==================== exe_mem_stage_reg
**src/rtl/exe_mem_stage_reg.sv**
```systemverilog
// rtl/exe_mem_stage_reg.sv - EXE->MEM pipeline register with CPSR flags and retired-instruction counter
// Optional feature macro: STATUS_BYPASS_EN (combinational flag forward to the ID stage)
module exe_mem_stage_reg #(
   parameter int DW   = 32,
   parameter int RW   = 4,
   parameter int CNTW = 16
) (
   input  logic            clk,
   input  logic            rst,
   input  logic            freeze,
   input  logic            flush,
   input  logic            in_valid,
   input  logic [DW-1:0]   alu_res,
   input  logic [DW-1:0]   st_val,
   input  logic [RW-1:0]   dest,
   input  logic            wb_en,
   input  logic            mem_r_en,
   input  logic            mem_w_en,
   input  logic            s_en,
   input  logic            n_in,
   input  logic            z_in,
   input  logic            c_in,
   input  logic            v_in,
   output logic            out_valid,
   output logic [DW-1:0]   alu_res_q,
   output logic [DW-1:0]   st_val_q,
   output logic [RW-1:0]   dest_q,
   output logic            wb_en_q,
   output logic            mem_r_en_q,
   output logic            mem_w_en_q,
   output logic [3:0]      status,
   output logic [3:0]      status_fwd,
   output logic            c_to_alu,
   output logic [CNTW-1:0] instr_cnt
);

   logic            valid_q, valid_d;
   logic [DW-1:0]   alu_res_d;
   logic [DW-1:0]   st_val_d;
   logic [RW-1:0]   dest_d;
   logic            wb_en_d, mem_r_en_d, mem_w_en_d;
   logic [3:0]      status_q, status_d;
   logic [CNTW-1:0] cnt_q, cnt_d;
   logic            accept;
   logic [3:0]      flags_in;

   // An S-bit instruction that actually enters MEM is the only thing allowed to touch the flags
   always_comb begin
      flags_in = {n_in, z_in, c_in, v_in};
      accept   = in_valid & s_en & ~freeze & ~flush;
   end

   // Next-state selection: freeze holds everything, flush inserts a bubble, otherwise capture EXE
   always_comb begin
      valid_d    = valid_q;
      alu_res_d  = alu_res_q;
      st_val_d   = st_val_q;
      dest_d     = dest_q;
      wb_en_d    = wb_en_q;
      mem_r_en_d = mem_r_en_q;
      mem_w_en_d = mem_w_en_q;
      status_d   = status_q;
      cnt_d      = cnt_q;
      if (!freeze) begin
         if (flush) begin
            // data fields are don't-care in a bubble, so they simply hold
            valid_d    = 1'b0;
            wb_en_d    = 1'b0;
            mem_r_en_d = 1'b0;
            mem_w_en_d = 1'b0;
         end else begin
            valid_d    = in_valid;
            alu_res_d  = alu_res;
            st_val_d   = st_val;
            dest_d     = dest;
            wb_en_d    = wb_en & in_valid;
            mem_r_en_d = mem_r_en & in_valid;
            mem_w_en_d = mem_w_en & in_valid;
            if (in_valid) begin
               cnt_d = cnt_q + 1'b1;
            end
         end
      end
      if (accept) begin
         status_d = flags_in;
      end
   end

   // Pipeline, status and counter registers with synchronous reset taking priority over freeze
   always_ff @(posedge clk) begin
      if (rst) begin
         valid_q    <= 1'b0;
         alu_res_q  <= '0;
         st_val_q   <= '0;
         dest_q     <= '0;
         wb_en_q    <= 1'b0;
         mem_r_en_q <= 1'b0;
         mem_w_en_q <= 1'b0;
         status_q   <= 4'b0000;
         cnt_q      <= '0;
      end else begin
         valid_q    <= valid_d;
         alu_res_q  <= alu_res_d;
         st_val_q   <= st_val_d;
         dest_q     <= dest_d;
         wb_en_q    <= wb_en_d;
         mem_r_en_q <= mem_r_en_d;
         mem_w_en_q <= mem_w_en_d;
         status_q   <= status_d;
         cnt_q      <= cnt_d;
      end
   end

   // Output mapping; the ALU carry-in always comes from registered flags to keep its path short
   always_comb begin
      out_valid = valid_q;
      status    = status_q;
      c_to_alu  = status_q[1];
      instr_cnt = cnt_q;
`ifdef STATUS_BYPASS_EN
      status_fwd = accept ? flags_in : status_q;
`else
      status_fwd = status_q;
`endif
   end

endmodule

```
**config.mk**
```make
export PLATFORM = sky130hd
export DESIGN_NAME = exe_mem_stage_reg
export DESIGN_NICKNAME = d
export VERILOG_FILES = /design/src/rtl/exe_mem_stage_reg.sv
export SDC_FILE = /design/constraint.sdc
export NUM_CORES = 1
export LEC_CHECK = 0
export CAP_MARGIN = 0
export CORE_MARGIN = 3
export CORE_UTILIZATION = 35
export DETAILED_ROUTE_END_ITERATION = 10
export PLACE_DENSITY = 0.75
export SYNTH_ARGS = -nofsm -noshare
export SYNTH_HDL_FRONTEND = slang
export SYNTH_SLANG_ARGS = --single-unit
```
**constraint.sdc**
```tcl
create_clock -name clk -period 1.5 [get_ports clk]
set_input_delay 0.225 -clock clk [delete_from_list [all_inputs] [get_ports clk]]
set_output_delay 0.225 -clock clk [all_outputs]
set_load 0.05 [all_outputs]
```
==> results.yml <==
# physical design summary
route:
  drt.antenna.violating_nets: 0
  via_per_inst: 4.604
  routed-wl-met2_um: 4788
synth:
  yosys.area.top_type: "dfxtp_1"
  top_cells_by_count: "nand2_1 (142), dfxtp_1 (92), a21oi_1 (77)"
  logic_family: "simple AND/OR/NAND/NOR gates"
  area_leaders: "dfxtp_1 (54%), nand2_1 (16%), a21oi_1 (11%)"
  edf_count: 0
  top_cell_area_share_pct: 54.22
  synth_warnings: 0
  synth_flops: 92
die:
  die_h_um: 104.5
  io_pins: 178
  die_area_mm2: 0.01092
  rows: 35
global_route:
  grt_pass1_wl_um: 15640
  antenna_found_initial: 0
  grt-busiest-layer: "met2"
  grt_overflow: 0
finish:
  inv_count: 1
  layout_top_cell: "nand2_1"
  drive_gt1_share_pct: 25.71
  largest_cell_class: "registers"
  flops: 92
  clkbuf_count: 9
clocking:
  cts_setup_buffers: 0
  htree_levels: 3
  cts_resized: 0
  numCtsBuffers: 9
placement:
  routabilityCongestion: 0.7609
  hpwl_um: 7170
worst_setup_path:
  path_buffers: 2
  r2r_cells: 5
  crit_type: "in2reg"
final_timing:
  hold_viol: 0
run:
  warnings: 27
pwr:
  internal_power_w: 0.003529
outcome:
  status: "finished clean"
registers in the layout, indices dropped and copies added, names as in the netlist:
register and cells:
alu_res_q 32, st_val_q 32, instr_cnt 16, dest_q 4, status 4, mem_r_en_q 1, mem_w_en_q 1, out_valid 1
wb_en_q 1
stage by stage:
step / cell area (um^2) / util [%] / power, W
6_report: 5463 / 58.56 / 0.005021
3_5_place_dp: 5286 / 56.67 / 0.003596
4_1_cts: 5460 / 58.54 / 0.005106
5_1_grt: 5463 / 58.56 / 0.005259
3_3_place_gp: 5286 / 56.67 / 0.003583
2_1_floorplan: 3425 / - / 0.003153
==> exe_mem_stage_reg/clock_map.png <==
(4 px per um)
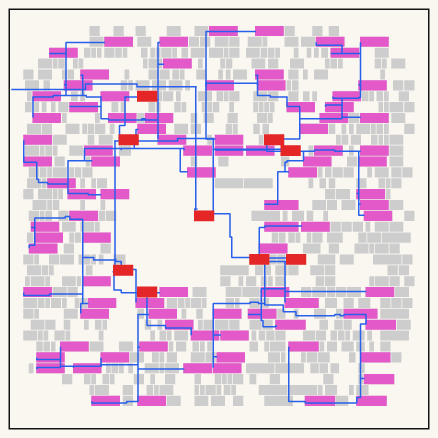
[cells driving clock nets] red | count: 9
[clock wires] blue | length: 1080 um
[flip-flops] magenta | count: 92
routed clock nets: 10
flops lie: all over the die
Max Clock Skew: 0.01312 ns
Clk. pwr: 0.00149 W
clock power share: 29.6%

==> exe_mem_stage_reg/gate_families.png <==
(6 px per um)
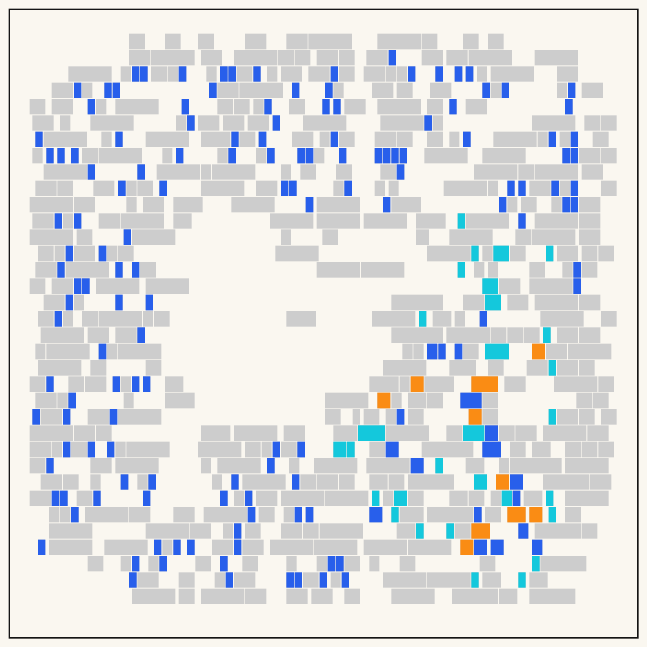
| family | colour | cells |
|---|---|---|
| NOR gates | cyan | 29 |
| AND and OR gates | orange | 10 |
| NAND gates | blue | 154 |
final non-filler cell total: 728
Comb area share: 25.61%


==================== uart_mem_bridge
`config.mk`:
```
export PLATFORM = sky130hd
export DESIGN_NAME = uart_mem_bridge
export DESIGN_NICKNAME = d
export VERILOG_FILES = /design/src/rtl/uart_mem_bridge.sv
export SDC_FILE = /design/constraint.sdc
export NUM_CORES = 1
export LEC_CHECK = 0
export ABC_AREA = 0
export CORE_UTILIZATION = 48
export DETAILED_ROUTE_END_ITERATION = 8
export MAX_ROUTING_LAYER = met4
export PLACE_DENSITY_LB_ADDON = 0.08
export RECOVER_POWER = 25
export SLEW_MARGIN = 20
export SYNTH_ARGS = -nofsm -noshare
export SYNTH_HDL_FRONTEND = slang
export SYNTH_SLANG_ARGS = --single-unit
```
`constraint.sdc`:
```
create_clock -name clk -period 3.7 [get_ports clk]
set_input_delay 0.74 -clock clk [delete_from_list [all_inputs] [get_ports clk]]
set_output_delay 0.74 -clock clk [all_outputs]
set_load 0.01 [all_outputs]
```
`src/rtl/uart_mem_bridge.sv`:
```
// uart_mem_bridge: byte-command bridge from a UART rx/tx pair to a sync memory.
// Commands: 'W' addr data = write, 'R' addr = read (one reply byte),
//   any other opcode is answered with '?'.
// Optional macro UART_MEM_BRIDGE_BURST_EN adds 'B' addr len, which reads
//   len+1 bytes starting at addr, wrapping the address.
// Ports: clk, reset (async, active-high);
//   rx_data/rx_valid   received bytes, one-cycle strobe
//   tx_data/tx_start   reply byte and one-cycle request; tx_busy from transmitter
//   mem_ce/mem_wre/mem_ad/mem_din/mem_dout  memory port
//   busy               FSM not idle
//   overrun            pulse when a byte arrives while not receiving
module uart_mem_bridge #(
  parameter int ADDR_W   = 4,
  parameter int READ_LAT = 2,
  parameter int TIMEOUT  = 27000000
) (
  input  logic              clk,
  input  logic              reset,
  input  logic [7:0]        rx_data,
  input  logic              rx_valid,
  output logic [7:0]        tx_data,
  output logic              tx_start,
  input  logic              tx_busy,
  output logic              mem_ce,
  output logic              mem_wre,
  output logic [ADDR_W-1:0] mem_ad,
  output logic [7:0]        mem_din,
  input  logic [7:0]        mem_dout,
  output logic              busy,
  output logic              overrun
);

  localparam int TO_W = $clog2(TIMEOUT + 1);
  localparam logic [TO_W-1:0] TO_LAST = TO_W'(TIMEOUT - 1);
  localparam logic [1:0] LAT = 2'(READ_LAT);

  typedef enum logic [2:0] {
    IDLE,
    GET_ADDR,
    GET_LEN,
    GET_DATA,
    WRITE,
    READ_WAIT,
    SEND,
    WAIT_TX
  } state_t;

  typedef enum logic [1:0] {
    OP_WR,
    OP_RD,
    OP_BURST
  } op_t;

  state_t            state_q, state_d;
  op_t               op_q, op_d;
  logic [ADDR_W-1:0] addr_q, addr_d;
  logic [7:0]        data_q, data_d;
  logic [7:0]        tx_data_q, tx_data_d;
  logic [1:0]        lat_q, lat_d;
  logic [TO_W-1:0]   to_q, to_d;
  logic              first_q, first_d;
  logic              overrun_q, overrun_d;
`ifdef UART_MEM_BRIDGE_BURST_EN
  logic [7:0]        burst_q, burst_d;
`endif

  logic rx_state;

  assign rx_state = (state_q == GET_ADDR) ||
                    (state_q == GET_LEN) ||
                    (state_q == GET_DATA);

  always_comb begin
    state_d   = state_q;
    op_d      = op_q;
    addr_d    = addr_q;
    data_d    = data_q;
    tx_data_d = tx_data_q;
    lat_d     = lat_q;
    to_d      = to_q;
    first_d   = 1'b0;
    overrun_d = 1'b0;
`ifdef UART_MEM_BRIDGE_BURST_EN
    burst_d   = burst_q;
`endif
    tx_start  = 1'b0;
    mem_ce    = 1'b0;
    mem_wre   = 1'b0;

    case (state_q)
      IDLE: begin
        if (rx_valid) begin
          to_d = '0;
          if (rx_data == 8'h57) begin
            op_d    = OP_WR;
            state_d = GET_ADDR;
          end else if (rx_data == 8'h52) begin
            op_d    = OP_RD;
            state_d = GET_ADDR;
`ifdef UART_MEM_BRIDGE_BURST_EN
          end else if (rx_data == 8'h42) begin
            op_d    = OP_BURST;
            state_d = GET_ADDR;
`endif
          end else begin
            tx_data_d = 8'h3F;
            state_d   = SEND;
          end
        end
      end

      GET_ADDR: begin
        if (rx_valid) begin
          addr_d = rx_data[ADDR_W-1:0];
          to_d   = '0;
          case (op_q)
            OP_WR: state_d = GET_DATA;
`ifdef UART_MEM_BRIDGE_BURST_EN
            OP_BURST: state_d = GET_LEN;
`endif
            default: begin
              lat_d   = '0;
              state_d = READ_WAIT;
            end
          endcase
        end
      end

`ifdef UART_MEM_BRIDGE_BURST_EN
      GET_LEN: begin
        if (rx_valid) begin
          burst_d = rx_data;
          to_d    = '0;
          lat_d   = '0;
          state_d = READ_WAIT;
        end
      end
`endif

      GET_DATA: begin
        if (rx_valid) begin
          data_d  = rx_data;
          to_d    = '0;
          state_d = WRITE;
        end
      end

      WRITE: begin
        mem_ce  = 1'b1;
        mem_wre = 1'b1;
        state_d = IDLE;
      end

      // lat_q == 0 is the access cycle; data is taken READ_LAT cycles later
      READ_WAIT: begin
        if (lat_q == 2'd0) begin
          mem_ce = 1'b1;
        end
        if (lat_q == LAT) begin
          tx_data_d = mem_dout;
          state_d   = SEND;
        end else begin
          lat_d = lat_q + 1'b1;
        end
      end

      SEND: begin
        if (!tx_busy) begin
          tx_start = 1'b1;
          first_d  = 1'b1;
          state_d  = WAIT_TX;
        end
      end

      // transmitter may not raise busy until a cycle after tx_start
      WAIT_TX: begin
        if (!first_q && !tx_busy) begin
          state_d = IDLE;
`ifdef UART_MEM_BRIDGE_BURST_EN
          if (burst_q != 8'd0) begin
            burst_d = burst_q - 1'b1;
            addr_d  = addr_q + 1'b1;
            lat_d   = '0;
            state_d = READ_WAIT;
          end
`endif
        end
      end

      default: state_d = IDLE;
    endcase

    // a byte arriving on the expiry cycle wins over the timeout
    if (rx_state && !rx_valid) begin
      if (to_q == TO_LAST) begin
        to_d    = '0;
        state_d = IDLE;
      end else begin
        to_d = to_q + 1'b1;
      end
    end

    if (rx_valid && !rx_state && (state_q != IDLE)) begin
      overrun_d = 1'b1;
    end
  end

  always_ff @(posedge clk or posedge reset) begin
    if (reset) begin
      state_q   <= IDLE;
      op_q      <= OP_WR;
      addr_q    <= '0;
      data_q    <= '0;
      tx_data_q <= '0;
      lat_q     <= '0;
      to_q      <= '0;
      first_q   <= 1'b0;
      overrun_q <= 1'b0;
`ifdef UART_MEM_BRIDGE_BURST_EN
      burst_q   <= '0;
`endif
    end else begin
      state_q   <= state_d;
      op_q      <= op_d;
      addr_q    <= addr_d;
      data_q    <= data_d;
      tx_data_q <= tx_data_d;
      lat_q     <= lat_d;
      to_q      <= to_d;
      first_q   <= first_d;
      overrun_q <= overrun_d;
`ifdef UART_MEM_BRIDGE_BURST_EN
      burst_q   <= burst_d;
`endif
    end
  end

  assign tx_data = tx_data_q;
  assign mem_ad  = addr_q;
  assign mem_din = data_q;
  assign busy    = (state_q != IDLE);
  assign overrun = overrun_q;

endmodule

```
==> uart_mem_bridge/wire_density.png <==
(4 px per um) The die is cut into 16 by 16 equal tiles; white is low, dark blue is high, scaled to the fullest tile. Values are wire area over tile area, all layers added.
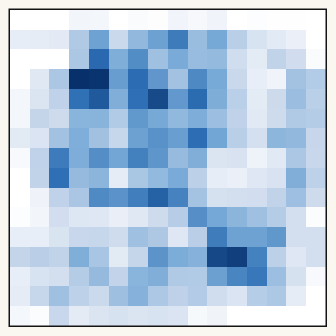
nearly empty tiles: 10%
fullest tile: 0.51
tiles over half the peak: 20%

==> uart_mem_bridge/zoom.png <==
Region (24, 9) to (54, 39) um. Cells in grey, sequential cells in the stronger grey; small squares are vias.
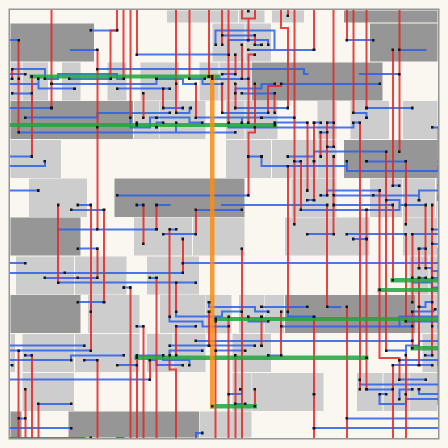
| layer | colour |
|---|---|
| met3 | green |
| met4 | orange |
| met2 | red |
| met1 | blue |
cells with their middle in the window: 60
most frequent: dfrtp_1 (10), clkdlybuf4s50_1 (7)
netlist names of flops here include: to_q (3), mem_ad (2), mem_din (2)
sequential cells in the window: 10

==> results.yml <==
# physical design summary
placement:
  placedInstanceArea_mm2: 0.003311
  routabilityCongestion: 0.7885
  hpwl_um: 4308
  io_buffers: 44
  dp_cells: 393
final_timing:
  holdWs_ns: 0.4887
  period_minus_slack_ns: 2.862
  skew_ns: 0.007384
hold_path:
  whs_endpoint: "mem_din[2]"
  hp-class: "reg2reg"
  min_path_cells: 2
global_route:
  grt_pass1_wl_um: 10420
  grt_use_met1_pct: 29.64
  antenna_found_initial: 0
  grt_usage_pct: 22.18
  grt-busiest-layer: "met2"
  grt_util_met2_pct: 33.74
synth:
  synthArstFlopShare_pct: 100.0
  ys_sh_mux_pct: 5.820
  top_cell: "dfrtp_1"
  synthFlopType: "dfrtp_1"
  syn_inst: 288
  syn-num-nets: 311
  ys_area_mm2: 0.002838
  syn_area_mm2: 0.002838
  edf_count: 0
  xor_share_pct: 1.852
route:
  drt.antenna.violating_nets: 0
  drtIter0Drc: 200
  via_per_inst: 5.888
  drc: 0
  drt-total-wl_um: 6184
  vias: 2361
  routedLengthMet1_um: 2864
clocking:
  clock.latency.late_pin_ns: 0.31
  cts_setup_buffers: 0
  cts_buffer_depth: 2
  htree_levels: 2
outcome:
  status: "finished clean"
pwr:
  ir_drop_mv: 0.3540
  leakagePower_nw: 1.390
  clk-power_w: 0.000393
  sw_frac_of_total_pct: 34.88
  powerComb_w: 0.000727
die:
  tapCellCount: 72
  die_w_um: 78.89
finish:
  flops: 53
  seq-cell-share_pct: 38.74
  nFillCells: 491
  register_area_mm2: 0.001326
  inv_count: 13
  n_antenna_cell: 0
  comb_share_pct: 40.50
  fin_nets: 351
worst_setup_path:
  crit_path_end_kind: "output port"
  worst-endpoint-arrival_ns: 2.12
  path_buffers: 2
  critPathMaxStageDelay_ns: 0.58
  crit_family: "buffers and inverters"
  start_kind: "input port"
## cell usage in the layout (no fill, tap or decap), drive strengths merged, types with 2 or more instances in the layout
master / instances
dfrtp: 53
clkdlybuf4s50: 41
a31oi: 26
nor2: 23
nand2: 19
nand3: 15
nand4: 15
inv: 13
mux2: 12
a21oi: 12
o21ai: 12
nand3b: 9
nor3: 8
and3: 7
clkbuf: 7
and4: 6
o22ai: 5
and2: 4
xor2: 4
mux2i: 3
ha: 3
dlygate4sd3: 3
nor2b: 2
a32o: 2
xnor2: 2
o2bb2ai: 2
o31ai: 2
buf: 2

==================== fifo_sync_ctrl
==> src/rtl/fifo_sync_ctrl.sv <==
// Synchronous FIFO controller driving an external 1-cycle-latency RAM, with count and status flags.
// Optional status ports (CNT, OVF, UDF, CLR_ERR) are enabled by defining FIFO_SYNC_CTRL_STATUS_EN.
module fifo_sync_ctrl #(
  parameter int WIDTH     = 32,
  parameter int ADDR_W    = 7,
  parameter int AFULL_TH  = 120,
  parameter int AEMPTY_TH = 8
) (
  input  logic              CLOCK,
  input  logic              RESET_N,
  input  logic              WE,
  input  logic [WIDTH-1:0]  DATA,
  input  logic              RE,
  output logic [WIDTH-1:0]  Q,
  output logic              DVLD,
  output logic              FULL,
  output logic              EMPTY,
  output logic              AFULL,
  output logic              AEMPTY,
  output logic              RAM_WEN,
  output logic [ADDR_W-1:0] RAM_WADDR,
  output logic [WIDTH-1:0]  RAM_WDATA,
  output logic              RAM_REN,
  output logic [ADDR_W-1:0] RAM_RADDR,
  input  logic [WIDTH-1:0]  RAM_RDATA
`ifdef FIFO_SYNC_CTRL_STATUS_EN
  ,
  output logic [ADDR_W:0]   CNT,
  output logic              OVF,
  output logic              UDF,
  input  logic              CLR_ERR
`endif
);

  localparam logic [ADDR_W:0] DEPTH_C   = (ADDR_W+1)'(1 << ADDR_W);
  localparam logic [ADDR_W:0] AFULL_C   = (ADDR_W+1)'(AFULL_TH);
  localparam logic [ADDR_W:0] AEMPTY_C  = (ADDR_W+1)'(AEMPTY_TH);
  localparam logic [ADDR_W:0] ONE_C     = (ADDR_W+1)'(1);

  logic [ADDR_W:0] wptr_q, wptr_d;
  logic [ADDR_W:0] rptr_q, rptr_d;
  logic [ADDR_W:0] count_q, count_d;
  logic            dvld_q, dvld_d;
  logic            full_q, full_d;
  logic            empty_q, empty_d;
  logic            afull_q, afull_d;
  logic            aempty_q, aempty_d;
  logic            wr_ok, rd_ok;

  // Strobes are gated by RESET_N so the RAM sees no access while reset is held.
  always_comb begin
    wr_ok   = WE & ~full_q & RESET_N;
    rd_ok   = RE & ~empty_q & RESET_N;
    wptr_d  = wr_ok ? wptr_q + ONE_C : wptr_q;
    rptr_d  = rd_ok ? rptr_q + ONE_C : rptr_q;
    case ({wr_ok, rd_ok})
      2'b10:   count_d = count_q + ONE_C;
      2'b01:   count_d = count_q - ONE_C;
      default: count_d = count_q;
    endcase
    dvld_d   = rd_ok;
    full_d   = (count_d == DEPTH_C);
    empty_d  = (count_d == '0);
    afull_d  = (count_d >= AFULL_C);
    aempty_d = (count_d <= AEMPTY_C);
  end

  always_ff @(posedge CLOCK or negedge RESET_N) begin
    if (!RESET_N) begin
      wptr_q   <= '0;
      rptr_q   <= '0;
      count_q  <= '0;
      dvld_q   <= 1'b0;
      full_q   <= 1'b0;
      empty_q  <= 1'b1;
      afull_q  <= 1'b0;
      aempty_q <= 1'b1;
    end else begin
      wptr_q   <= wptr_d;
      rptr_q   <= rptr_d;
      count_q  <= count_d;
      dvld_q   <= dvld_d;
      full_q   <= full_d;
      empty_q  <= empty_d;
      afull_q  <= afull_d;
      aempty_q <= aempty_d;
    end
  end

  assign Q         = RAM_RDATA;
  assign DVLD      = dvld_q;
  assign FULL      = full_q;
  assign EMPTY     = empty_q;
  assign AFULL     = afull_q;
  assign AEMPTY    = aempty_q;
  assign RAM_WEN   = wr_ok;
  assign RAM_WADDR = wptr_q[ADDR_W-1:0];
  assign RAM_WDATA = DATA;
  assign RAM_REN   = rd_ok;
  assign RAM_RADDR = rptr_q[ADDR_W-1:0];

`ifdef FIFO_SYNC_CTRL_STATUS_EN
  logic ovf_q, ovf_d;
  logic udf_q, udf_d;

  // A dropped request sets its sticky flag even when CLR_ERR is asserted in the same cycle.
  always_comb begin
    ovf_d = CLR_ERR ? 1'b0 : ovf_q;
    udf_d = CLR_ERR ? 1'b0 : udf_q;
    if (WE && full_q)  ovf_d = 1'b1;
    if (RE && empty_q) udf_d = 1'b1;
  end

  always_ff @(posedge CLOCK or negedge RESET_N) begin
    if (!RESET_N) begin
      ovf_q <= 1'b0;
      udf_q <= 1'b0;
    end else begin
      ovf_q <= ovf_d;
      udf_q <= udf_d;
    end
  end

  assign CNT = count_q;
  assign OVF = ovf_q;
  assign UDF = udf_q;
`endif

endmodule

==> config.mk <==
export PLATFORM = sky130hd
export DESIGN_NAME = fifo_sync_ctrl
export DESIGN_NICKNAME = d
export VERILOG_FILES = /design/src/rtl/fifo_sync_ctrl.sv
export SDC_FILE = /design/constraint.sdc
export NUM_CORES = 1
export LEC_CHECK = 0
export ABC_AREA = 1
export ABC_CLOCK_PERIOD_IN_PS = 2800
export CAP_MARGIN = 20
export CORE_MARGIN = 2
export CORE_UTILIZATION = 35
export CTS_BUF_LIST = sky130_fd_sc_hd__clkbuf_8
export DETAILED_ROUTE_END_ITERATION = 6
export HOLD_SLACK_MARGIN = 0.15
export PLACE_DENSITY = 0.94
export SLEW_MARGIN = 20
export SYNTH_ARGS = -nofsm -noshare
export SYNTH_HDL_FRONTEND = slang
export SYNTH_SLANG_ARGS = --single-unit
==> constraint.sdc <==
create_clock -name CLOCK -period 2.8 [get_ports CLOCK]
set_input_delay 0.56 -clock CLOCK [delete_from_list [all_inputs] [get_ports CLOCK]]
set_output_delay 0.56 -clock CLOCK [all_outputs]
set_load 0.01 [all_outputs]
==> fifo_sync_ctrl/final_congestion.png <==
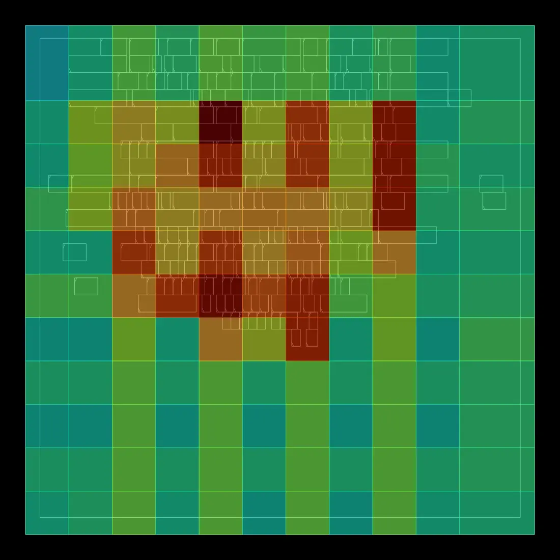
M2 GR Usage: 19.75%
busiest grt layer: met2
met3 usage: 3.556%
met1 Usage GRT: 12.80%
final core occ: 35.84%

==> results.yml <==
# physical design summary
die:
  rows: 28
  initial_core_util_pct: 35.61
  tapCellCount: 75
  io_pins: 153
  die_w_um: 80.92
finish:
  fin_nets: 300
  largest_cell_class: "multi-input combinational cells"
  n_antenna_cell: 0
  layout_top_cell: "nand2_1"
  final_cells: 296
  final-nonclk-buf-share_pct: 14.95
  comb_cells: 127
  reg_top3: "count_q (8), rptr_q (7), wptr_q (7)"
  inv_count: 30
  combGateArea_um2: 840.8
  seq-cell-share_pct: 32.53
final_timing:
  holdWs_ns: 0.4727
  tightest_slew_ns: 0.3456
  slew_headroom_pct: 76.96
  skew_ns: 0.008666
  hold_viol: 0
  finalSetupViolCount: 0
  tns_ns: 0
  period_minus_slack_ns: 2.677
clocking:
  cts_resized: 0
  ctsRootBufferMaster: "clkbuf_8"
  clock-sinks: 27
  numCtsBuffers: 3
  clock.latency.late_pin_ns: 0.27
  cts_setup_buffers: 0
  cts_buffer_depth: 2
worst_setup_path:
  critPathRequiredTime_ns: 3.01
  reg2reg_slack_ns: 0.51
  crit_path_end_kind: "flip-flop"
  start_kind: "input port"
  crit_path_start: "RESET_N"
  crit_chain: "clkdlybuf4s50_1 -> inv_2 -> nor2_2 -> nand2_2 -> ha_2 -> buf_6 -> ha_1 -> nand2_1 -> inv_1 -> a21oi_1 -> nand2_1 -> nand2_1 -> nand3_1 -> nand2_2 -> nand3_1 -> nor2_1"
  worst-endpoint-arrival_ns: 2.88
  timing.rr.end: "AEMPTY"
outcome:
  status: "finished clean"
synth:
  adder_share_pct: 6.405
  edf_count: 0
  ys_sh_mux_pct: 0.5438
  ys_sh_aoi_pct: 2.296
  synth.avg_cell_area_um2: 8.283
  simple_gate_area_share_pct: 22.05
  synthArstFlopShare_pct: 100.0
  area_leaders: "dfrtp_1 (30%), buf_4 (23%), nand2_1 (8.9%)"
  ys_area_mm2: 0.002071
  synth_warnings: 0
run:
  cap_violations: 0
hold_path:
  whs_endpoint: "wptr_q[6]"
  hp-class: "reg2reg"
global_route:
  antenna_found_initial: 0
  grt_pass1_vias: 1442
pwr:
  pwr-share-clk_pct: 10.2
  p_comb_share_pct: 55.2
  internal_power_w: 0.001208
  p_total_w: 0.002091
  ir_drop_mv: 0.4390
placement:
  hpwl_um: 2877
route:
  drt-total-wl_um: 4022
  drt.antenna.violating_nets: 0
  routedLengthMet1_um: 1587
  via_per_inst: 4.774
  drtIter0Drc: 104
==> fifo_sync_ctrl/wire_density.png <==
(4 px per um) The die is cut into 16 by 16 equal tiles; white is low, dark blue is high, scaled to the fullest tile. Values are wire area over tile area, all layers added.
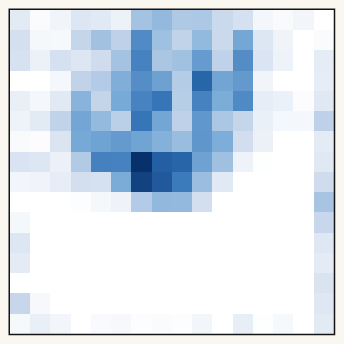
emptiest ninth of the die: south
tiles over half the peak: 13%
mean over tiles: 0.10
fullest tile: 0.59
nearly empty tiles: 40%

-- cell usage after synthesis (2+ instances only) --
| cell type | instances |
|---|---|
| buf_4 | 64 |
| dfrtp_1 | 25 |
| nand2_1 | 49 |
| nand3_1 | 19 |
| nand4_1 | 3 |
| o21ai_4 | 2 |
| nand2_2 | 4 |
| xnor2_1 | 6 |
| ha_1 | 9 |
| inv_1 | 26 |
| a21oi_1 | 2 |
| dfstp_2 | 2 |
| xor2_1 | 8 |
| nor2_1 | 12 |
| nor2_2 | 2 |
| inv_2 | 3 |

==================== dec_stream_ctrl
### src/rtl/dec_stream_ctrl_pkg.sv
// dec_pkg: shared types and constants for the extended-Hamming (8,4) stream controller
package dec_pkg;

    localparam int DATA_W = 4;
    localparam int CW_W   = 8;

    typedef enum logic [1:0] {
        ST_CLEAN  = 2'b00,
        ST_CORR   = 2'b01,
        ST_UNCORR = 2'b10,
        ST_DET    = 2'b11
    } dec_status_t;

    // codeword bit in error for each syndrome value, indexed by syn[2:0]
    localparam logic [7:0][2:0] SYN_BIT = {
        3'd0, 3'd3, 3'd2, 3'd7, 3'd1, 3'd6, 3'd5, 3'd4
    };

endpackage

### src/rtl/dec_mat_multiplier_8bit.sv
// dec_mat_multiplier_8bit: GF(2) product of the (8,4) parity-check matrix with a codeword
module dec_mat_multiplier_8bit (
    input  logic [7:0] data_in,
    output logic [3:0] mul_result
);

    // rows 3..1 give the syndrome, row 0 is the overall parity check
    localparam logic [3:0][7:0] H = {8'h8D, 8'h4B, 8'h27, 8'hFF};

    for (genvar i = 0; i < 4; i++) begin : g_row
        assign mul_result[i] = ^(H[i] & data_in);
    end

endmodule

### src/rtl/dec_stream_ctrl.sv
// dec_stream_ctrl: two-stage valid/ready SEC-DED decoder with saturating error counters
module dec_stream_ctrl
    import dec_pkg::*;
#(
    parameter int CNT_W = 16
) (
    input  logic              clk,
    input  logic              rst,
    input  logic              in_valid,
    output logic              in_ready,
    input  logic [CW_W-1:0]   codeword_in,
    input  logic              correct_en,
    output logic              out_valid,
    input  logic              out_ready,
    output logic [CW_W-1:0]   out_codeword,
    output logic [DATA_W-1:0] out_data,
    output logic [1:0]        out_status,
    input  logic              clr_cnt,
    output logic [CNT_W-1:0]  cnt_corrected,
    output logic [CNT_W-1:0]  cnt_uncorr
);

    logic [3:0]      mul_result;
    logic [2:0]      syn, s1_syn;
    logic            par, s1_par, s1_ce, s1_valid, s2_valid, s2_adv, in_fire, out_fire;
    logic [CW_W-1:0] s1_cw, fix_cw;
    dec_status_t     fix_st, st;

    dec_mat_multiplier_8bit u_mul (
        .data_in    (codeword_in),
        .mul_result (mul_result)
    );

    assign syn       = mul_result[3:1];
    assign par       = mul_result[0];
    assign s2_adv    = s1_valid && (!s2_valid || out_ready);
    assign in_ready  = !s1_valid || s2_adv;
    assign in_fire   = in_valid && in_ready;
    assign out_fire  = s2_valid && out_ready;
    assign out_valid = s2_valid;
    assign out_data  = out_codeword[DATA_W-1:0];
    assign out_status = st;

    // S1 occupancy: filled on input handshake, emptied when its word moves to S2
    always_ff @(posedge clk) begin
        if (rst)
            s1_valid <= 1'b0;
        else if (in_fire)
            s1_valid <= 1'b1;
        else if (s2_adv)
            s1_valid <= 1'b0;
    end

    // S1 payload: codeword, syndrome and the correction mode in force at capture
    always_ff @(posedge clk) begin
        if (in_fire) begin
            s1_cw  <= codeword_in;
            s1_syn <= syn;
            s1_par <= par;
            s1_ce  <= correct_en;
        end
    end

    // odd overall parity means a single error; even parity with a syndrome means two
    always_comb begin
        fix_st = s1_par ? (s1_ce ? ST_CORR : ST_DET) : (s1_syn != 3'd0 ? ST_UNCORR : ST_CLEAN);
        fix_cw = (s1_par && s1_ce) ? s1_cw ^ (CW_W'(1) << SYN_BIT[s1_syn]) : s1_cw;
    end

    // S2 output register: loads on advance, holds under backpressure, empties on a bubble
    always_ff @(posedge clk) begin
        if (rst) begin
            s2_valid     <= 1'b0;
            out_codeword <= '0;
            st           <= ST_CLEAN;
        end else if (s2_adv) begin
            s2_valid     <= 1'b1;
            out_codeword <= fix_cw;
            st           <= fix_st;
        end else if (out_ready) begin
            s2_valid     <= 1'b0;
        end
    end

    // saturating counters on delivered words; clear wins over a same-cycle increment
    always_ff @(posedge clk) begin
        if (rst || clr_cnt) begin
            cnt_corrected <= '0;
            cnt_uncorr    <= '0;
        end else if (out_fire) begin
            if (st[0] && cnt_corrected != '1)
                cnt_corrected <= cnt_corrected + CNT_W'(1);
            if (st == ST_UNCORR && cnt_uncorr != '1)
                cnt_uncorr <= cnt_uncorr + CNT_W'(1);
        end
    end

endmodule

### config.mk
export PLATFORM = sky130hd
export DESIGN_NAME = dec_stream_ctrl
export DESIGN_NICKNAME = d
export VERILOG_FILES = /design/src/rtl/dec_stream_ctrl_pkg.sv /design/src/rtl/dec_mat_multiplier_8bit.sv /design/src/rtl/dec_stream_ctrl.sv
export SDC_FILE = /design/constraint.sdc
export NUM_CORES = 1
export LEC_CHECK = 0
export ABC_CLOCK_PERIOD_IN_PS = 2800
export CAP_MARGIN = 25
export CORE_MARGIN = 2
export CORE_UTILIZATION = 38
export DETAILED_ROUTE_END_ITERATION = 6
export PLACE_DENSITY = 0.74
export SETUP_SLACK_MARGIN = 0.1
export SYNTH_ARGS = -nofsm -noshare
export SYNTH_HDL_FRONTEND = slang
export SYNTH_HIERARCHICAL = 1
export SYNTH_SLANG_ARGS = --single-unit
export TNS_END_PERCENT = 10
### constraint.sdc
create_clock -name clk -period 2.8 [get_ports clk]
set_input_delay 0.42 -clock clk [delete_from_list [all_inputs] [get_ports clk]]
set_output_delay 0.42 -clock clk [all_outputs]
set_load 0.1 [all_outputs]
==> dec_stream_ctrl/clock_map.png <==
(4 px per um)
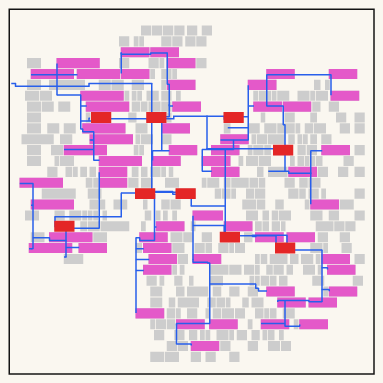
[clock wires] blue | length: 718 um
[flip-flops] magenta | count: 60
[cells driving clock nets] red | count: 9
flops lie: all over the die
routed clock nets: 10
Clk. pwr: 0.000690 W
Max Clock Skew: 0.01052 ns
clock power share: 34.8%
Insertion Delay late pin: 0.33 ns

==> dec_stream_ctrl/gate_families.png <==
(6 px per um)
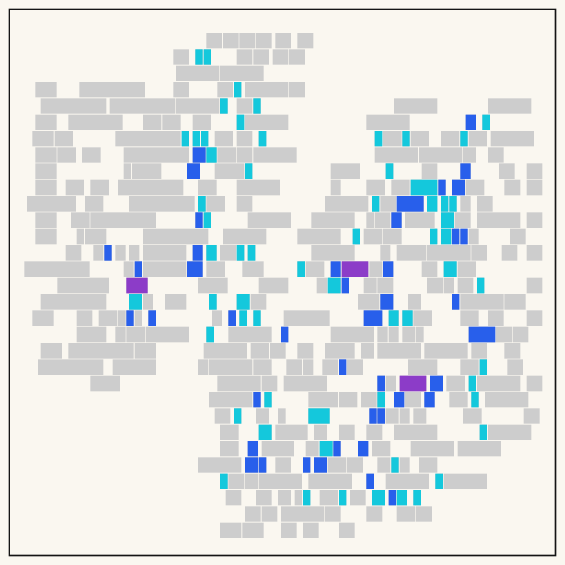
| family | colour | cells | most used |
|---|---|---|---|
| NOR gates | cyan | 61 | nor2_1 |
| adder and majority cells | purple | 3 | ha_1 |
| NAND gates | blue | 43 | nand2_1 |
Comb area share: 39.83%
most used logic cell in the final layout: buf_4

==> dec_stream_ctrl/final_congestion.png <==
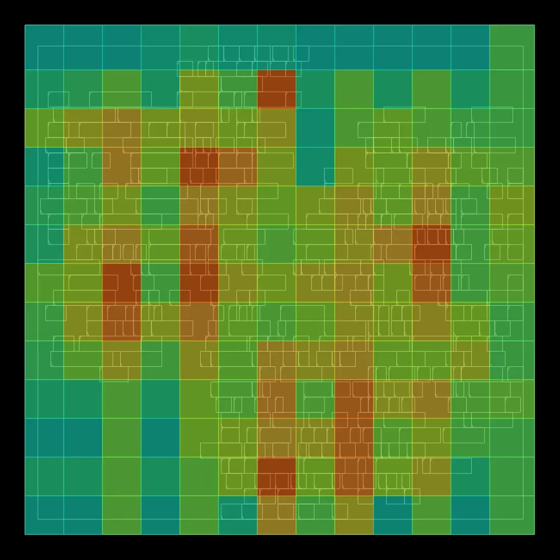
Avg WL per Cell: 12.90 um
met1 Usage GRT: 19.26%

==> results.yml <==
# physical design summary
global_route:
  grt_pass1_wl_um: 10120
  grt_pass1_vias: 2144
  grt_overflow: 0
placement:
  dp_cells: 449
  routabilityCongestion: 0.9058
  placedInstanceArea_mm2: 0.003443
pwr:
  powerComb_w: 0.000321
  leakagePower_nw: 1.328
  sequentialPower_w: 0.000971
  p_total_w: 0.001982
  sw_frac_of_total_pct: 27.97
  p_comb_share_pct: 16.2
  p_per_area_mw_per_mm2: 547.3
  power_leader: "sequential cells"
clocking:
  cts_tree: "yes"
  ctsRootBufferMaster: "clkbuf_8"
  clock-sinks: 60
hold_path:
  min_path_cells: 2
  hp-class: "reg2reg"
synth:
  adder_share_pct: 1.224
  area_leaders: "dfxtp_1 (33%), edfxtp_1 (14%), xnor2_1 (8.0%)"
  ys_area_mm2: 0.002863
  ys_sh_mux_pct: 1.399
  logic_family: "simple AND/OR/NAND/NOR gates"
  syn_area_mm2: 0.002863
  ys_sh_aoi_pct: 12.28
  synth.avg_cell_area_um2: 9.574
finish:
  final-nonclk-buf-share_pct: 14.30
  fin_nets: 377
  clkbuf_count: 13
  syn2layout_area_growth_pct: 26.53
  drive_gt1_share_pct: 20.55
final_timing:
  tightest_slew_ns: 0.6444
  max_freq_mhz: 501.2
  rsz0062_at_grt: "false"
  tns_ns: 0
route:
  via_per_inst: 5.067
  routedLengthMet1_um: 2795
outcome:
  status: "finished clean"
die:
  rows: 31
  initial_core_util_pct: 39.26
worst_setup_path:
  r2r_cells: 5
  crit_slowest_cell: "clkdlybuf4s50_1"
  worst-endpoint-arrival_ns: 1.58
  crit_type: "in2out"
  reg2reg_slack_ns: 0.95
  cp_max_fo: 5
run:
  warnings: 26
==> state kept, by name, summed over array words and instances (netlist names), named ones only <==
signal,cells
cnt_corrected,16
cnt_uncorr,16
out_codeword,8
s1_cw,8
s1_syn,3
out_status,2
out_valid,1
s1_ce,1
s1_par,1
s1_valid,1
==> through the flow <==
step / hold WS [ns] / setup WS (ns)
CTS: 0.4973 / 0.8151
detailed placement: 0.4994 / 0.5951
finish: 0.4919 / 0.8047
global route: 0.5293 / 0.7405
floorplan: 0.4766 / 0.3015
global placement: 0.4970 / 0.6345

==================== led_bar_sequencer
==> led_bar_sequencer/met4.png <==
(8 px per um) Supply wires on this layer in grey.
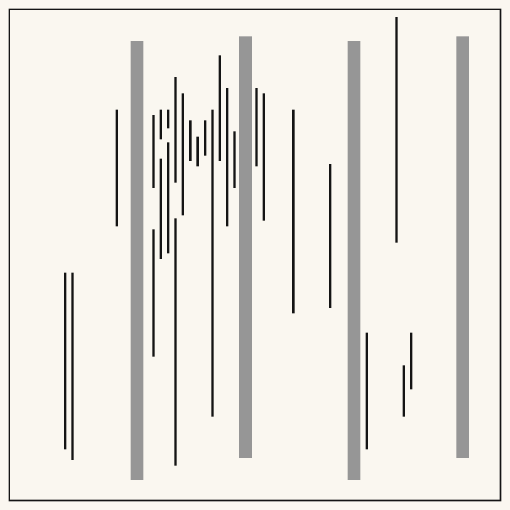
==> led_bar_sequencer/final_congestion.png <==
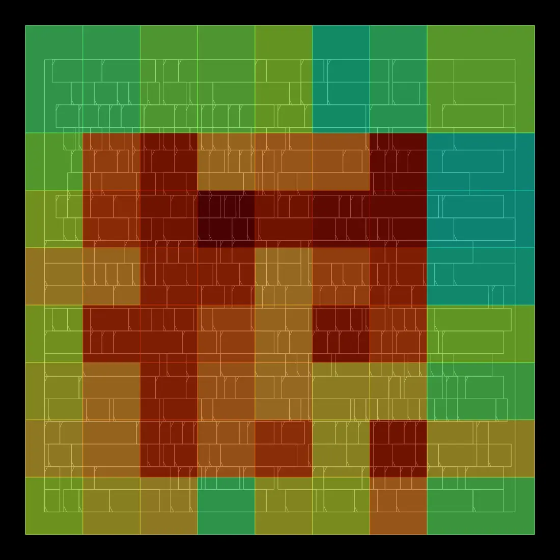
### src/rtl/led_bar_sequencer.sv
`timescale 1ns/1ps
// led_bar_sequencer
//  Registered LED bar driver for the stopwatch front panel. Turns BCD seconds
//  (n1:n0) into a bar pattern that is mirrored about the centre of the bar, and
//  adds tick-driven chase, bounce and alarm-blink modes. Every output is
//  registered, so the LEDs follow the inputs one clock later.
//  Optional build macro: LED_FADE_EN adds a 2-bit free-running PWM counter.
//  In chase and bounce modes it shows the previously lit pair as a dim trail
//  at 25% duty.
module led_bar_sequencer #(
    parameter int NUM_LEDS = 16,
    parameter int STEP     = 5,
    parameter int SPAN     = 20,
    parameter int ALARM_AT = 55
) (
    input  logic                clk,
    input  logic                reset,
    input  logic                tick,
    input  logic [1:0]          mode,
    input  logic [3:0]          n0,
    input  logic [3:0]          n1,
    output logic [NUM_LEDS-1:0] led,
    output logic                err
);

    localparam int PAIRS = NUM_LEDS / 2;
    localparam int PW    = $clog2(PAIRS);
    localparam logic [PW-1:0] LAST_POS = PW'(PAIRS - 1);
    localparam logic [PW-1:0] PEN_POS  = PW'(PAIRS - 2);

    localparam logic [1:0] MODE_BAR    = 2'd0;
    localparam logic [1:0] MODE_CHASE  = 2'd1;
    localparam logic [1:0] MODE_BOUNCE = 2'd2;
    localparam logic [1:0] MODE_ALARM  = 2'd3;

    localparam logic DIR_UP   = 1'b0;
    localparam logic DIR_DOWN = 1'b1;

    logic [PW-1:0]       pos_reg, pos_next;
    logic                dir_reg, dir_next;
    logic                blink_reg, blink_next;
    logic [1:0]          mode_q_reg, mode_q_next;
    logic                err_reg, err_next;
    logic [NUM_LEDS-1:0] led_reg, led_next;
    logic [PAIRS-1:0]    bar_pairs, pos_pairs, sel_pairs;
    logic [NUM_LEDS-1:0] led_pat;
    logic [6:0]          n;
    int                  n_int;

`ifdef LED_FADE_EN
    logic [1:0]          pwm_reg;
    logic [PW-1:0]       prev_reg, prev_next;
    logic [PAIRS-1:0]    prev_pairs;
`endif

    // Binary seconds value. It is only meaningful when both digits are valid BCD.
    assign n     = ({3'd0, n1} * 7'd10) + {3'd0, n0};
    assign n_int = {25'd0, n};

    // Decode each pair's bar window and its position match.
    genvar gi;
    generate
        for (gi = 0; gi < PAIRS; gi++) begin : g_pair
            localparam int LO = (gi * STEP < 1) ? 1 : gi * STEP;
            localparam int HI = gi * STEP + SPAN + 1;
            assign bar_pairs[gi] = (n_int >= LO) && (n_int < HI);
            assign pos_pairs[gi] = (pos_next == PW'(gi));
`ifdef LED_FADE_EN
            assign prev_pairs[gi] = (prev_next == PW'(gi));
`endif
        end
    endgenerate

    // State register: async active-low reset clears everything.
    always_ff @(posedge clk or negedge reset) begin
        if (!reset) begin
            pos_reg    <= '0;
            dir_reg    <= DIR_UP;
            blink_reg  <= 1'b0;
            mode_q_reg <= MODE_BAR;
            err_reg    <= 1'b0;
            led_reg    <= '0;
`ifdef LED_FADE_EN
            pwm_reg    <= 2'd0;
            prev_reg   <= '0;
`endif
        end else begin
            pos_reg    <= pos_next;
            dir_reg    <= dir_next;
            blink_reg  <= blink_next;
            mode_q_reg <= mode_q_next;
            err_reg    <= err_next;
            led_reg    <= led_next;
`ifdef LED_FADE_EN
            pwm_reg    <= pwm_reg + 2'd1;
            prev_reg   <= prev_next;
`endif
        end
    end

    // Next state: a mode change wins over (and swallows) a tick in the same cycle.
    always_comb begin
        pos_next    = pos_reg;
        dir_next    = dir_reg;
        blink_next  = blink_reg;
        mode_q_next = mode_q_reg;
`ifdef LED_FADE_EN
        prev_next   = prev_reg;
`endif
        if (mode != mode_q_reg) begin
            pos_next    = '0;
            dir_next    = DIR_UP;
            blink_next  = 1'b0;
            mode_q_next = mode;
`ifdef LED_FADE_EN
            prev_next   = '0;
`endif
        end else begin
            case (mode_q_reg)
                MODE_CHASE: begin
                    if (tick) begin
`ifdef LED_FADE_EN
                        prev_next = pos_reg;
`endif
                        pos_next = (pos_reg == LAST_POS) ? '0 : pos_reg + 1'b1;
                    end
                end
                MODE_BOUNCE: begin
                    if (tick) begin
`ifdef LED_FADE_EN
                        prev_next = pos_reg;
`endif
                        // Turn around on arrival so each end is shown for a single tick.
                        if (dir_reg == DIR_UP) begin
                            pos_next = pos_reg + 1'b1;
                            if (pos_reg == PEN_POS) dir_next = DIR_DOWN;
                        end else begin
                            pos_next = pos_reg - 1'b1;
                            if (pos_reg == PW'(1)) dir_next = DIR_UP;
                        end
                    end
                end
                MODE_ALARM: begin
                    if (n >= 7'(ALARM_AT)) begin
                        if (tick) blink_next = ~blink_reg;
                    end else begin
                        blink_next = 1'b0;
                    end
                end
                default: ;
            endcase
        end
    end

    // Output pattern: choose the lit pairs for the current mode, mirror them, and hold them on invalid BCD.
    always_comb begin
        sel_pairs = '0;
        case (mode_q_next)
            MODE_BAR:    sel_pairs = bar_pairs;
            MODE_CHASE,
            MODE_BOUNCE: begin
                sel_pairs = pos_pairs;
`ifdef LED_FADE_EN
                if (pwm_reg == 2'd0) sel_pairs = sel_pairs | prev_pairs;
`endif
            end
            MODE_ALARM:  sel_pairs = {PAIRS{blink_next}};
            default:     sel_pairs = '0;
        endcase
        led_pat = '0;
        for (int i = 0; i < PAIRS; i++) begin
            led_pat[i]              = sel_pairs[i];
            led_pat[NUM_LEDS-1-i]   = sel_pairs[i];
        end
        err_next = (n0 > 4'd9) || (n1 > 4'd9);
        led_next = err_next ? led_reg : led_pat;
    end

    assign led = led_reg;
    assign err = err_reg;

endmodule

### config.mk
export PLATFORM = sky130hd
export DESIGN_NAME = led_bar_sequencer
export DESIGN_NICKNAME = d
export VERILOG_FILES = /design/src/rtl/led_bar_sequencer.sv
export SDC_FILE = /design/constraint.sdc
export NUM_CORES = 1
export LEC_CHECK = 0
export ABC_AREA = 1
export CORE_MARGIN = 2
export CORE_UTILIZATION = 53
export CTS_CLUSTER_DIAMETER = 40
export DETAILED_ROUTE_END_ITERATION = 7
export PLACE_DENSITY = 0.8
export SKIP_LAST_GASP = 1
export SLEW_MARGIN = 20
export SYNTH_ARGS = -nofsm -noshare
export SYNTH_HDL_FRONTEND = slang
export SYNTH_SLANG_ARGS = --single-unit
### constraint.sdc
create_clock -name clk -period 1.9 [get_ports clk]
set_input_delay 0.38 -clock clk [delete_from_list [all_inputs] [get_ports clk]]
set_output_delay 0.38 -clock clk [all_outputs]
set_load 0.1 [all_outputs]
==> results.yml <==
# physical design summary
outcome:
  status: "finished, violations left"
  violations: "setup timing"
final_timing:
  holdWs_ns: 0.3941
  tightest_slew_ns: 0.3436
  slew_headroom_pct: 76.99
  rsz0062_at_grt: "true"
  finalSetupViolCount: 9
  tns_ns: -4.086
  fin_ws_ns: -0.5802
  drv_slew: 0
  post-route-period-util_pct: 130.5
  period_minus_slack_ns: 2.480
synth:
  synthArstFlopShare_pct: 100.0
  edf_count: 0
  synth_seq_share_pct: 23.07
  ys_cells: 256
  top_cell: "nand2_1"
  yosys.area.top_type: "dfrtp_1"
  synth_warnings: 0
  ys_area_mm2: 0.001735
  ys_types: 33
finish:
  final_cell_area_mm2: 0.002756
  buffers: 67
  clock_area_share_pct: 1.316
  largest_reg_flops: 8
  clkbuf_count: 4
  drive_gt1_share_pct: 37.85
  final-nonclk-buf-share_pct: 27.01
  syn2layout_area_growth_pct: 58.83
  comb_share_pct: 50.39
  inv_count: 35
clocking:
  path_clk_slew_ns: 0.10
  postCtsHoldBufs: 0
  cts_buffer_depth: 2
  clock-sinks: 16
route:
  drc: 0
  drtIter0Drc: 270
  vias: 2162
worst_setup_path:
  start_kind: "input port"
  crit_family: "simple AND/OR/NAND/NOR gates"
  endpoint: "led[12]"
  crit_path_start: "n1[3]"
  reg2reg_slack_ns: -0.21
  path_buffers: 1
  crit_path_end_kind: "flip-flop"
  cp_max_fo: 8
  critPathRequiredTime_ns: 2.09
placement:
  hpwl_um: 3810
  post-place-ws_ns: -1.197
  dp_cells: 351
pwr:
  ir_drop_mv: 0.4533
  pwr-share-clk_pct: 11.1
  power_leader: "combinational logic"
  switching_power_w: 0.001119
  p_comb_share_pct: 68.6
  p_per_area_mw_per_mm2: 783.9
die:
  tapCellCount: 44
  initial_core_util_pct: 56.38
global_route:
  grt_pass1_vias: 1934
  grt_overflow: 0
  grt_max_degree: 17
run:
  warnings: 36
Notes on led_bar_sequencer/met4.png above:
wire length on this layer: 384 um
longest straight run: 38.1 um

Notes on led_bar_sequencer/final_congestion.png above:
met1 Usage GRT: 31.85%
final core occ: 89.55%
Avg WL per Cell: 17.51 um
Total GRT Usage: 29.10%
busiest grt layer: met2

-- routing by layer --
metal / wire length [um] / GRT usage [%] / part of all wire [%] / vias to the layer above
met3: 488 / 3.361 / 7.7 / 59
met4: 383 / 13.98 / 6.1 / 0
li1: - / - / - / 948
met2: 3233 / 55.02 / 51 / 159
met1: 2216 / 31.85 / 35 / 996
met5: 0 / 0 / 0 / -
-- repair_timing --
action                                 CTS  global route
buffers inserted                         2             4
endpoints found under the hold margin    0             0
setup endpoints to repair                9             9
pin swaps                               25            26
gates resized                           42            32


==> notes/layouts.md <==
Pictures saved along the way, in no particular order.

Selected gate families.
shot_01.png
(8 px per um)
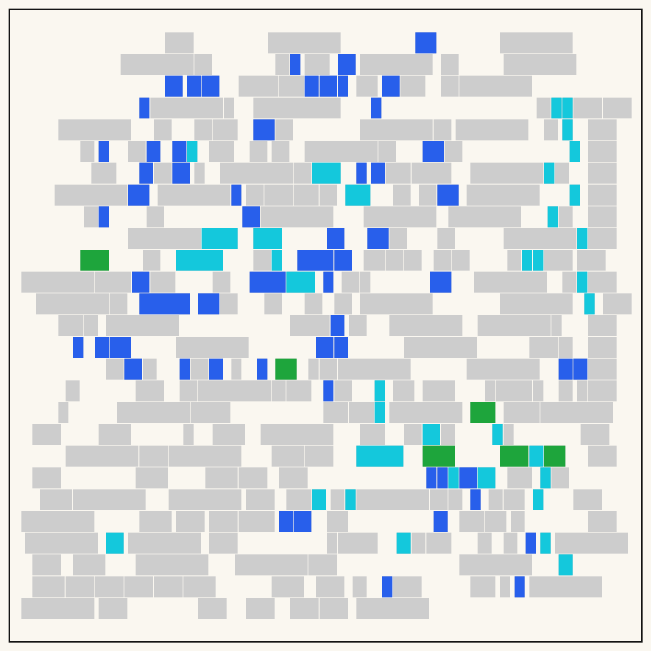
shot_02.png
(8 px per um)
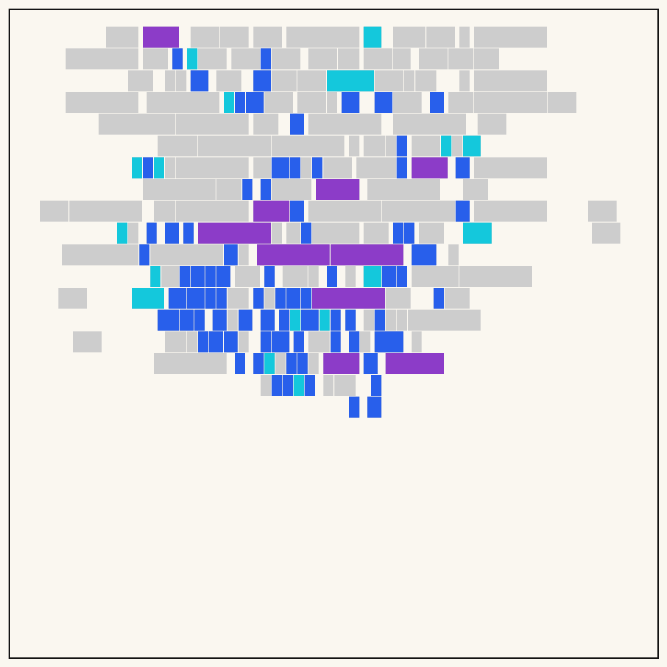
shot_03.png
(10 px per um)
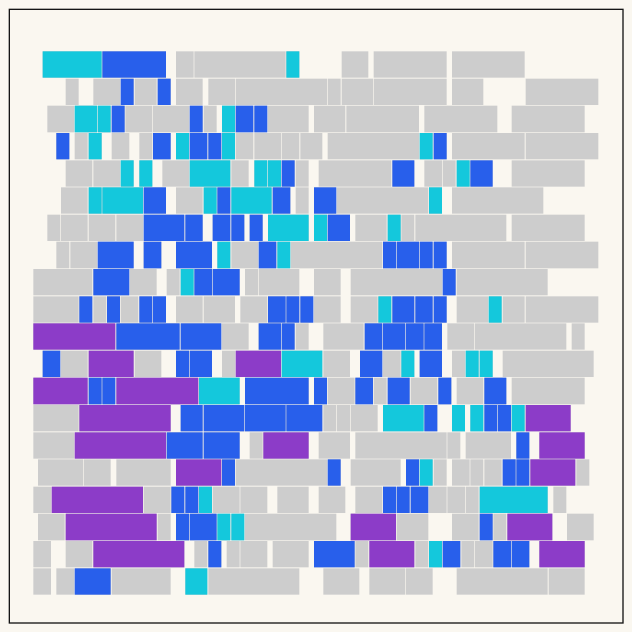
fifo_sync_ctrl: shot_02.png
led_bar_sequencer: shot_03.png
uart_mem_bridge: shot_01.png
The one with the smallest die is shot_03.png.
The one with the fewest cells is shot_02.png.

Key to shot_01.png:
| family | colour | cells | most used |
|---|---|---|---|
| NOR gates | cyan | 36 | nor2_1 |
| AND-OR and OR-AND gates | green | 6 | a32o_1 |
| NAND gates | blue | 59 | nand2_1 |

Power is estimated from default activity; no workload was simulated.
